=== design 1 ===
==> design_1/placement.png <==
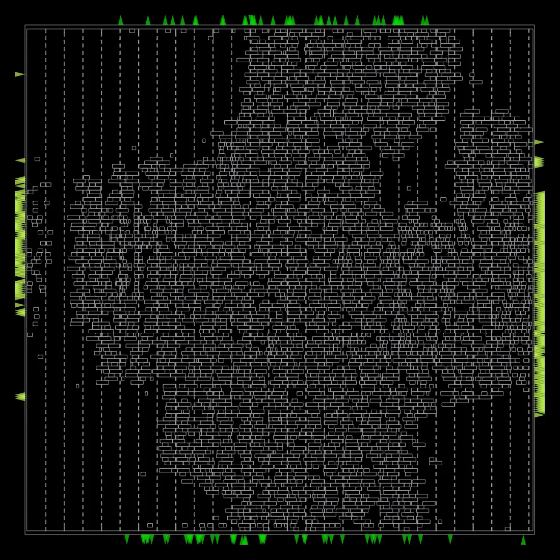

--- src/rtl/sync_gather_fifo_pkg.sv ---
// sync_gather_fifo_pkg
//   Shared helpers for the gather FIFO:
//     ptr_w(depth)       - read/write pointer width (one extra wrap bit)
//     occupancy(...)     - entries held, from the two pointers
//     EMPTY_WORD_VALUE   - fill bit for words no thread was selected for
package sync_gather_fifo_pkg;

  localparam bit EMPTY_WORD_VALUE = '0;

  function automatic int ptr_w(input int depth);
    return $clog2(depth) + 1;
  endfunction

  // Pointers run modulo 2*depth. Because depth is a power of two, the
  // 32-bit unsigned difference reduced modulo 2*depth gives the occupancy.
  function automatic int unsigned occupancy(input int unsigned wptr,
                                            input int unsigned rptr,
                                            input int unsigned depth);
    return (wptr - rptr) % (2 * depth);
  endfunction

endpackage

--- src/rtl/gather_word_mux.sv ---
// gather_word_mux
//   Purely combinational selector for one FIFO word. It picks the data of
//   the highest-indexed thread whose enable bit is set. If no bit is set,
//   the word is the empty value and o_hit is low.
//   Ports:
//     i_data    [THREADS-1:0][WORD_WIDTH-1:0]  per-thread write data
//     i_enables [THREADS-1:0]                  thread-select bits for this word
//     o_word    [WORD_WIDTH-1:0]               selected word, or empty value
//     o_hit                                    at least one enable was set
module gather_word_mux
  import sync_gather_fifo_pkg::*;
#(
  parameter int WORD_WIDTH = 32,
  parameter int THREADS    = 4
) (
  input  logic [THREADS-1:0][WORD_WIDTH-1:0] i_data,
  input  logic [THREADS-1:0]                 i_enables,
  output logic [WORD_WIDTH-1:0]              o_word,
  output logic                               o_hit
);

  // Ascending scan: a later (higher) set index overrides earlier ones.
  always_comb begin
    o_word = {WORD_WIDTH{EMPTY_WORD_VALUE}};
    o_hit  = 1'b0;
    for (int unsigned t = 0; t < THREADS; t++) begin
      if (i_enables[t]) begin
        o_word = i_data[t];
        o_hit  = 1'b1;
      end
    end
  end

endmodule

--- src/rtl/sync_gather_fifo.sv ---
// sync_gather_fifo
//   Single-clock first-word-fall-through FIFO, DEPTH entries of WORDS words.
//   On a push, each word is gathered from the highest-indexed enabled writer
//   thread. If no thread is enabled for a word, that word is written as zero.
//   Overflow and underflow are sticky until reset.
//   Optional macro SYNC_GATHER_FIFO_OCCUPANCY_EN adds o_count and
//   o_almost_full (o_count >= AF_LEVEL).
//   Ports:
//     i_clk, i_rst       clock, asynchronous active-high reset
//     i_w_push           push request
//     i_w_data           [THREADS][WORD_WIDTH] per-thread write data
//     i_w_enables        [WORDS][THREADS] per-word thread-select bits
//     o_w_full           FIFO holds DEPTH entries
//     o_w_overflow       sticky: a push was dropped
//     i_r_pull           pop request
//     o_r_data           [WORDS][WORD_WIDTH] head entry
//     o_r_available      FIFO non-empty
//     o_r_underflow      sticky: a pull arrived while empty
//     o_count            (optional) occupancy
//     o_almost_full      (optional) occupancy >= AF_LEVEL
module sync_gather_fifo
  import sync_gather_fifo_pkg::*;
#(
  parameter int WORD_WIDTH = 32,
  parameter int WORDS      = 4,
  parameter int THREADS    = 4,
  parameter int DEPTH      = 8,
  parameter int AF_LEVEL   = 6
) (
  input  logic                               i_clk,
  input  logic                               i_rst,
  input  logic                               i_w_push,
  input  logic [THREADS-1:0][WORD_WIDTH-1:0] i_w_data,
  input  logic [WORDS-1:0][THREADS-1:0]      i_w_enables,
  output logic                               o_w_full,
  output logic                               o_w_overflow,
  input  logic                               i_r_pull,
  output logic [WORDS-1:0][WORD_WIDTH-1:0]   o_r_data,
  output logic                               o_r_available,
  output logic                               o_r_underflow
`ifdef SYNC_GATHER_FIFO_OCCUPANCY_EN
  ,
  output logic [$clog2(DEPTH):0]             o_count,
  output logic                               o_almost_full
`endif
);

  localparam int PW = ptr_w(DEPTH);
  localparam int AW = PW - 1;

  typedef logic [WORDS-1:0][WORD_WIDTH-1:0] entry_t;

  if (DEPTH < 2 || (DEPTH & (DEPTH - 1)) != 0) begin : g_bad_depth
    $error("sync_gather_fifo: DEPTH must be a power of two >= 2");
  end
  if (AF_LEVEL < 1 || AF_LEVEL > DEPTH) begin : g_bad_af
    $error("sync_gather_fifo: AF_LEVEL must be in 1..DEPTH");
  end

  entry_t          mem_q [DEPTH];
  entry_t          mem_d [DEPTH];
  logic [PW-1:0]   wptr_q, wptr_d;
  logic [PW-1:0]   rptr_q, rptr_d;
  logic            overflow_q, overflow_d;
  logic            underflow_q, underflow_d;

  entry_t          gathered;
  logic            empty;
  logic            full;
  logic            pull_ok;
  logic            push_ok;

  for (genvar w = 0; w < WORDS; w++) begin : g_word
    logic [WORD_WIDTH-1:0] mux_word;
    logic                  mux_hit;

    gather_word_mux #(
      .WORD_WIDTH (WORD_WIDTH),
      .THREADS    (THREADS)
    ) u_mux (
      .i_data    (i_w_data),
      .i_enables (i_w_enables[w]),
      .o_word    (mux_word),
      .o_hit     (mux_hit)
    );

    assign gathered[w] = mux_hit ? mux_word : {WORD_WIDTH{EMPTY_WORD_VALUE}};
  end

  // Flags come only from registered pointers, so they never follow the
  // push/pull inputs combinationally.
  always_comb begin
    empty = (wptr_q == rptr_q);
    full  = (wptr_q[AW] != rptr_q[AW]) && (wptr_q[AW-1:0] == rptr_q[AW-1:0]);
  end

  // When full, a pull in the same cycle frees the slot the push needs.
  // When empty, a pull is ignored, so push+pull on empty stores the entry.
  always_comb begin
    pull_ok = i_r_pull & ~empty;
    push_ok = i_w_push & (~full | pull_ok);
  end

  always_comb begin
    mem_d       = mem_q;
    wptr_d      = wptr_q;
    rptr_d      = rptr_q;
    overflow_d  = overflow_q  | (i_w_push & ~push_ok);
    underflow_d = underflow_q | (i_r_pull & empty & ~i_w_push);
    if (push_ok) begin
      mem_d[wptr_q[AW-1:0]] = gathered;
      wptr_d                = wptr_q + PW'(1);
    end
    if (pull_ok) begin
      rptr_d = rptr_q + PW'(1);
    end
  end

  always_ff @(posedge i_clk or posedge i_rst) begin
    if (i_rst) begin
      for (int unsigned i = 0; i < DEPTH; i++) begin
        mem_q[i] <= '0;
      end
      wptr_q      <= '0;
      rptr_q      <= '0;
      overflow_q  <= 1'b0;
      underflow_q <= 1'b0;
    end else begin
      mem_q       <= mem_d;
      wptr_q      <= wptr_d;
      rptr_q      <= rptr_d;
      overflow_q  <= overflow_d;
      underflow_q <= underflow_d;
    end
  end

  always_comb begin
    o_r_data      = mem_q[rptr_q[AW-1:0]];
    o_r_available = ~empty;
    o_w_full      = full;
    o_w_overflow  = overflow_q;
    o_r_underflow = underflow_q;
  end

`ifdef SYNC_GATHER_FIFO_OCCUPANCY_EN
  localparam int unsigned AF_U = AF_LEVEL;

  int unsigned occ;

  always_comb begin
    occ           = occupancy(32'(wptr_q), 32'(rptr_q), DEPTH);
    o_count       = PW'(occ);
    o_almost_full = (occ >= AF_U);
  end
`endif

endmodule

--- config.mk ---
export PLATFORM = sky130hd
export DESIGN_NAME = sync_gather_fifo
export DESIGN_NICKNAME = d
export VERILOG_FILES = /design/src/rtl/sync_gather_fifo_pkg.sv /design/src/rtl/gather_word_mux.sv /design/src/rtl/sync_gather_fifo.sv
export SDC_FILE = /design/constraint.sdc
export NUM_CORES = 2
export LEC_CHECK = 0
export ABC_CLOCK_PERIOD_IN_PS = 33900
export CAP_MARGIN = 30
export CORE_MARGIN = 1
export CORE_UTILIZATION = 35
export CTS_BUF_LIST = sky130_fd_sc_hd__clkbuf_16
export DETAILED_ROUTE_END_ITERATION = 12
export MAX_ROUTING_LAYER = met4
export PLACE_DENSITY = 0.64
export SETUP_SLACK_MARGIN = 0.2
export SLEW_MARGIN = 30
export SYNTH_ARGS = -nofsm -noshare
export SYNTH_HDL_FRONTEND = slang
export SYNTH_SLANG_ARGS = --single-unit
export TNS_END_PERCENT = 10
--- constraint.sdc ---
create_clock -name i_clk -period 33.9 [get_ports i_clk]
set_input_delay 6.78 -clock i_clk [delete_from_list [all_inputs] [get_ports i_clk]]
set_output_delay 6.78 -clock i_clk [all_outputs]
set_load 0.1 [all_outputs]
=== design 2 ===
### config.mk
export PLATFORM = sky130hd
export DESIGN_NAME = decoder_nto2n_seq
export DESIGN_NICKNAME = d
export VERILOG_FILES = /design/src/rtl/decoder_nto2n_seq.sv
export SDC_FILE = /design/constraint.sdc
export NUM_CORES = 1
export LEC_CHECK = 0
export CAP_MARGIN = 20
export CORE_MARGIN = 2
export CORE_UTILIZATION = 30
export DETAILED_ROUTE_END_ITERATION = 12
export GPL_ROUTABILITY_DRIVEN = 0
export PLACE_DENSITY = 0.55
export SYNTH_ARGS = -nofsm -noshare
export SYNTH_HDL_FRONTEND = slang
export SYNTH_SLANG_ARGS = --single-unit
### constraint.sdc
create_clock -name clk -period 2.5 [get_ports clk]
set_input_delay 0.375 -clock clk [delete_from_list [all_inputs] [get_ports clk]]
set_output_delay 0.375 -clock clk [all_outputs]
set_load 0.05 [all_outputs]
### src/rtl/decoder_nto2n_seq.sv
// Registered N-to-2^N one-hot decoder with valid/ready input and an auto-scan mode.
// Optional macro DEC_ACTIVE_LOW_EN selects one-cold output polarity (inactive = all ones).
module decoder_nto2n_seq #(
  parameter int N        = 2,
  parameter int SCAN_DIV = 4
) (
  input  logic                  clk,
  input  logic                  rst_n,
  input  logic                  en,
  input  logic                  mode,
  input  logic [N-1:0]          a,
  input  logic                  a_valid,
  output logic                  a_ready,
  output logic [(1<<N)-1:0]     y,
  output logic                  y_valid,
  output logic [N-1:0]          scan_idx
);

  localparam int OUT_W = 1 << N;
  localparam logic [15:0] DIV_M1 = 16'(SCAN_DIV - 1);

`ifdef DEC_ACTIVE_LOW_EN
  localparam logic [OUT_W-1:0] Y_OFF = {OUT_W{1'b1}};
`else
  localparam logic [OUT_W-1:0] Y_OFF = {OUT_W{1'b0}};
`endif

  typedef enum logic [1:0] {
    ST_IDLE   = 2'd0,
    ST_DECODE = 2'd1,
    ST_SCAN   = 2'd2
  } state_t;

  state_t           r_state;
  logic [OUT_W-1:0] r_y;
  logic             r_y_valid;
  logic [N-1:0]     r_idx;
  logic [15:0]      r_cnt;
  logic             w_accept;
  logic [N-1:0]     w_idx_next;

  // Selected-line pattern for a code, already in output polarity.
  function automatic logic [OUT_W-1:0] sel_code(input logic [N-1:0] idx);
    logic [OUT_W-1:0] hot;
    hot = {{(OUT_W-1){1'b0}}, 1'b1} << idx;
`ifdef DEC_ACTIVE_LOW_EN
    return ~hot;
`else
    return hot;
`endif
  endfunction

  assign a_ready    = en & ~mode & rst_n;
  assign w_accept   = a_valid & a_ready;
  assign w_idx_next = r_idx + N'(1);

  assign y        = r_y;
  assign y_valid  = r_y_valid;
  assign scan_idx = r_idx;

  // Control FSM with all outputs registered; en=0 dominates, then mode picks DECODE or SCAN.
  always_ff @(posedge clk or negedge rst_n) begin
    if (!rst_n) begin
      r_state   <= ST_IDLE;
      r_y       <= Y_OFF;
      r_y_valid <= 1'b0;
      r_idx     <= {N{1'b0}};
      r_cnt     <= 16'd0;
    end else if (!en) begin
      r_state   <= ST_IDLE;
      r_y       <= Y_OFF;
      r_y_valid <= 1'b0;
      r_idx     <= {N{1'b0}};
      r_cnt     <= 16'd0;
    end else if (!mode) begin
      r_state <= ST_DECODE;
      r_idx   <= {N{1'b0}};
      r_cnt   <= 16'd0;
      if (w_accept) begin
        r_y       <= sel_code(a);
        r_y_valid <= 1'b1;
      end else if (r_state != ST_DECODE) begin
        // Fresh entry into decode shows nothing until the first accept.
        r_y       <= Y_OFF;
        r_y_valid <= 1'b0;
      end else begin
        r_y       <= r_y;
        r_y_valid <= 1'b0;
      end
    end else begin
      r_state <= ST_SCAN;
      case (r_state)
        ST_SCAN: begin
          if (r_cnt == DIV_M1) begin
            r_cnt     <= 16'd0;
            r_idx     <= w_idx_next;
            r_y       <= sel_code(w_idx_next);
            r_y_valid <= 1'b1;
          end else begin
            r_cnt     <= r_cnt + 16'd1;
            r_idx     <= r_idx;
            r_y       <= r_y;
            r_y_valid <= 1'b0;
          end
        end
        default: begin
          r_cnt     <= 16'd0;
          r_idx     <= {N{1'b0}};
          r_y       <= sel_code({N{1'b0}});
          r_y_valid <= 1'b1;
        end
      endcase
    end
  end

endmodule

==> design_2/placement_by_type.png <==
The bar under the picture is 20 um long.
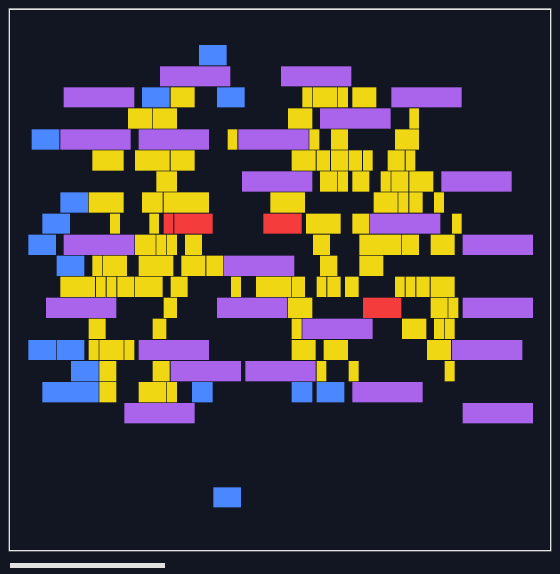
colour	class	cells	share of their area
yellow	combinational and other logic	98	44%
purple	flops	25	42%
red	clock drivers and dummy loads	4	3.0%
blue	other buffers and delay cells	16	11%
Layout Cell Area excl Fill: 1550 um^2
sequential portion of the cell area: 40.3%
Floorplan Core Area: 4090 um^2

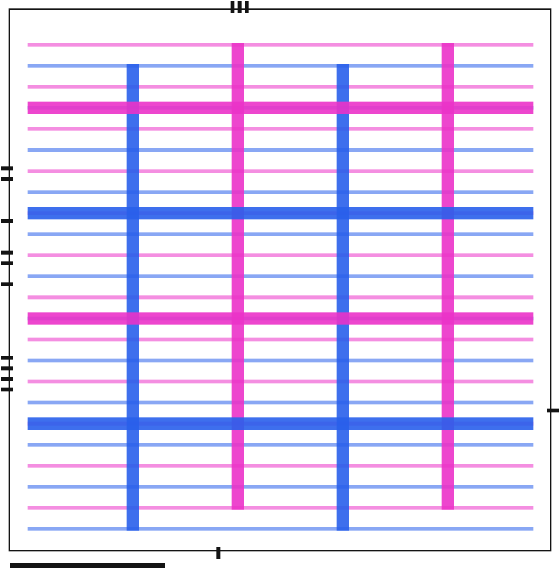
(design_2/power_grid.png)
The bar under the picture is 20 um long. Pins as bars on the die edge.
colour	net
blue	VSS
magenta	VDD
met5 straps	4
met1 rails	24
Die Wd: 69.8 um
Die Ht: 69.8 um

==> results_slide.txt, design 2 <==
Synthesis and Place & Route Summary

Synthesis
  – Synthesized-area fraction occupied by adder cells: 4.82%
  – Area fraction in mux cells: 1.64%
  – Warnings from Yosys: 0
  – Most numerous cell in the Yosys netlist: dfrtp_1

Final timing
  – Maximum clock frequency: about 0.52 GHz

Run status
  – Result of the run: finished, final reports clean

Worst setup path
  – Endpoint of the worst setup timing path: y[0]
  – Buffers plus inverters on the worst setup path: 0

Detailed routing
  – First DRT Iteration DRCs: 103
  – ANT nets after route: 0
  – DR pass1 iterations: 4

Placed design
  – Count of placed standard cells including taps: 189

Clock network
  – Number of buffers inserted by hold repair at cts: 0
  – CTS Root Cell: clkbuf_8

GRT
  – Global-route wire length before repair: 4.56 mm
==> design 2: metal layers <==
metal	GRT usage (%)	up-vias	routed length, um
met4	2.14	0	32
met1	15.6	461	1230
met2	18.4	26	1220
li1	-	474	-
met3	3.05	4	116
met5	0	-	0
==> design 2: placed cells by master (no fill, tap or decap), drive strengths merged, types with 2 or more instances in the layout <==
master	n
a2bb2oi	3
clkbuf	4
dfrtp	25
a211oi	2
nand4	6
nor3	5
buf	3
inv	7
nor2b	2
xnor2	11
clkdlybuf4s50	13
xor2	4
ha	5
nor4	7
nand2	7
nand3	3
nor2	21
==> design 2: cell type report <==
class                   instances  area (um^2)
repair buffers                 16          165
multi-input cells              91          627
clock buffers                   4         45.0
well taps                      50         62.6
inverters                       7         26.3
flip-flops and latches         25          626
fillers                       406         2530
==> design 2: sequential cells by signal (all words and copies together), names as in the netlist <==
register  count
r_state       2
y             4
r_cnt        16
scan_idx      2
y_valid       1
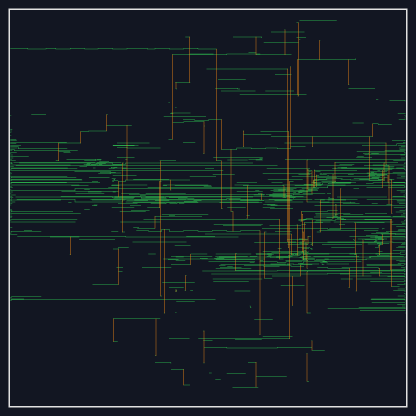
(design_1/wires.png)
Only two layers are drawn.
colour	layer	wire length
orange	metal 4	3030 um
green	metal 3	15800 um
total vias in the final route: 31100
Tot GR Track Use: 22.6%
total wire length after detailed routing: 156 mm
average routed wire per standard cell: 28.7 um

About design_1/placement.png:
Floorplan Core Area: 140000 um^2
sequential portion of the cell area: 44.4%

==> results_slide.txt, design 1 <==
Synthesis and Place & Route Summary

Detailed routing
  – DR pass1 iterations: 6

Worst setup path
  – Buffers plus inverters on the worst setup path: 4
  – Maximum fanout encountered on the critical timing path: 46
  – R2R Setup Slk: 29.58 ns

Worst hold path
  – Path class of the lowest-slack min-delay path: reg -> reg

Clock network
  – Clock H-tree levels: 3

Layout
  – Top cell excl fill/tap: mux2_2
  – Layout Cell Area excl Fill: 58300 um^2
  – Non-filler instance count after layout: 5451

Synthesis
  – Fraction of registers with async set/reset: 100%

Placed design
  – Number of input and output port buffers inserted: 279
  – Area after DPL: 54600 um^2

Floorplanning
  – Row Count: approximately 140
  – Number of primary I/O pins: 280

Run status
  – Result of the run: finished, final reports clean
[design 1: layout make-up]
cell class | count | share of cell area, %
Multi-Input combinational cell | 1851 | 38.7
Clock inverter | 90 | 1.15
Inverter | 35 | 0.232
Tap cell | 1876 | 4.02
Antenna cell | 46 | 0.197
Timing Repair Buffer | 408 | 6.56
Sequential cell | 1034 | 44.4
Clock buffer | 111 | 4.76
[design 1: synth_stat cells (13+ instances only)]
| master | count | share of area [%] |
|---|---|---|
| o22ai_1 | 31 | 0.39 |
| nor3b_1 | 99 | 1.5 |
| mux4_2 | 256 | 12 |
| a21oi_1 | 31 | 0.31 |
| buf_2 | 126 | 1.3 |
| a221oi_1 | 53 | 0.94 |
| a221oi_2 | 43 | 1.3 |
| dfrtp_1 | 1034 | 52 |
| mux2_2 | 1153 | 26 |
| inv_1 | 35 | 0.27 |
| a22oi_1 | 127 | 1.9 |
| buf_6 | 13 | 0.30 |
| clkbuf_1 | 113 | 0.86 |


==> notes/layouts.md <==
Pictures saved along the way, in no particular order.

Clock distribution.
panel A
The bar under the picture is 20 um long.
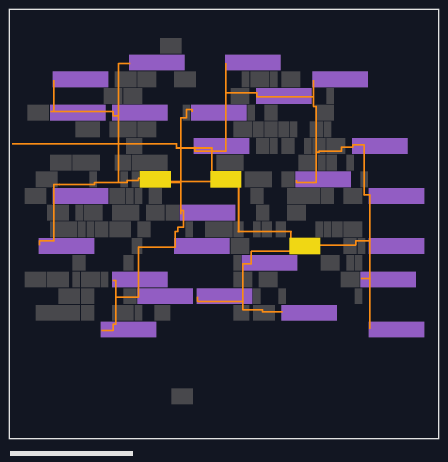
panel B
The bar under the picture is 100 um long.
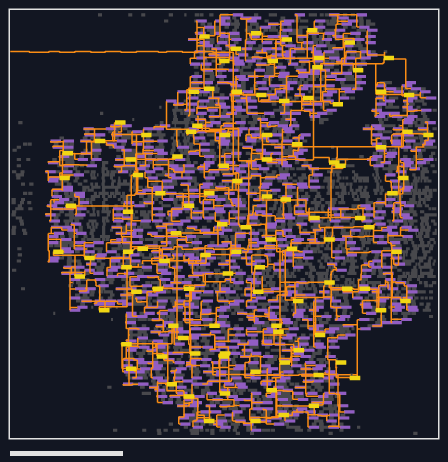
| picture | from |
|---|---|
| panel B | design 1 |
| panel A | design 2 |
- most sequential cells: panel B
- largest die: panel B

Key to panel B:
[purple] flip-flops | count: 1034
[yellow] clock drivers | count: 109
[orange] clock wires | length: 13300 um
routed clock nets	110

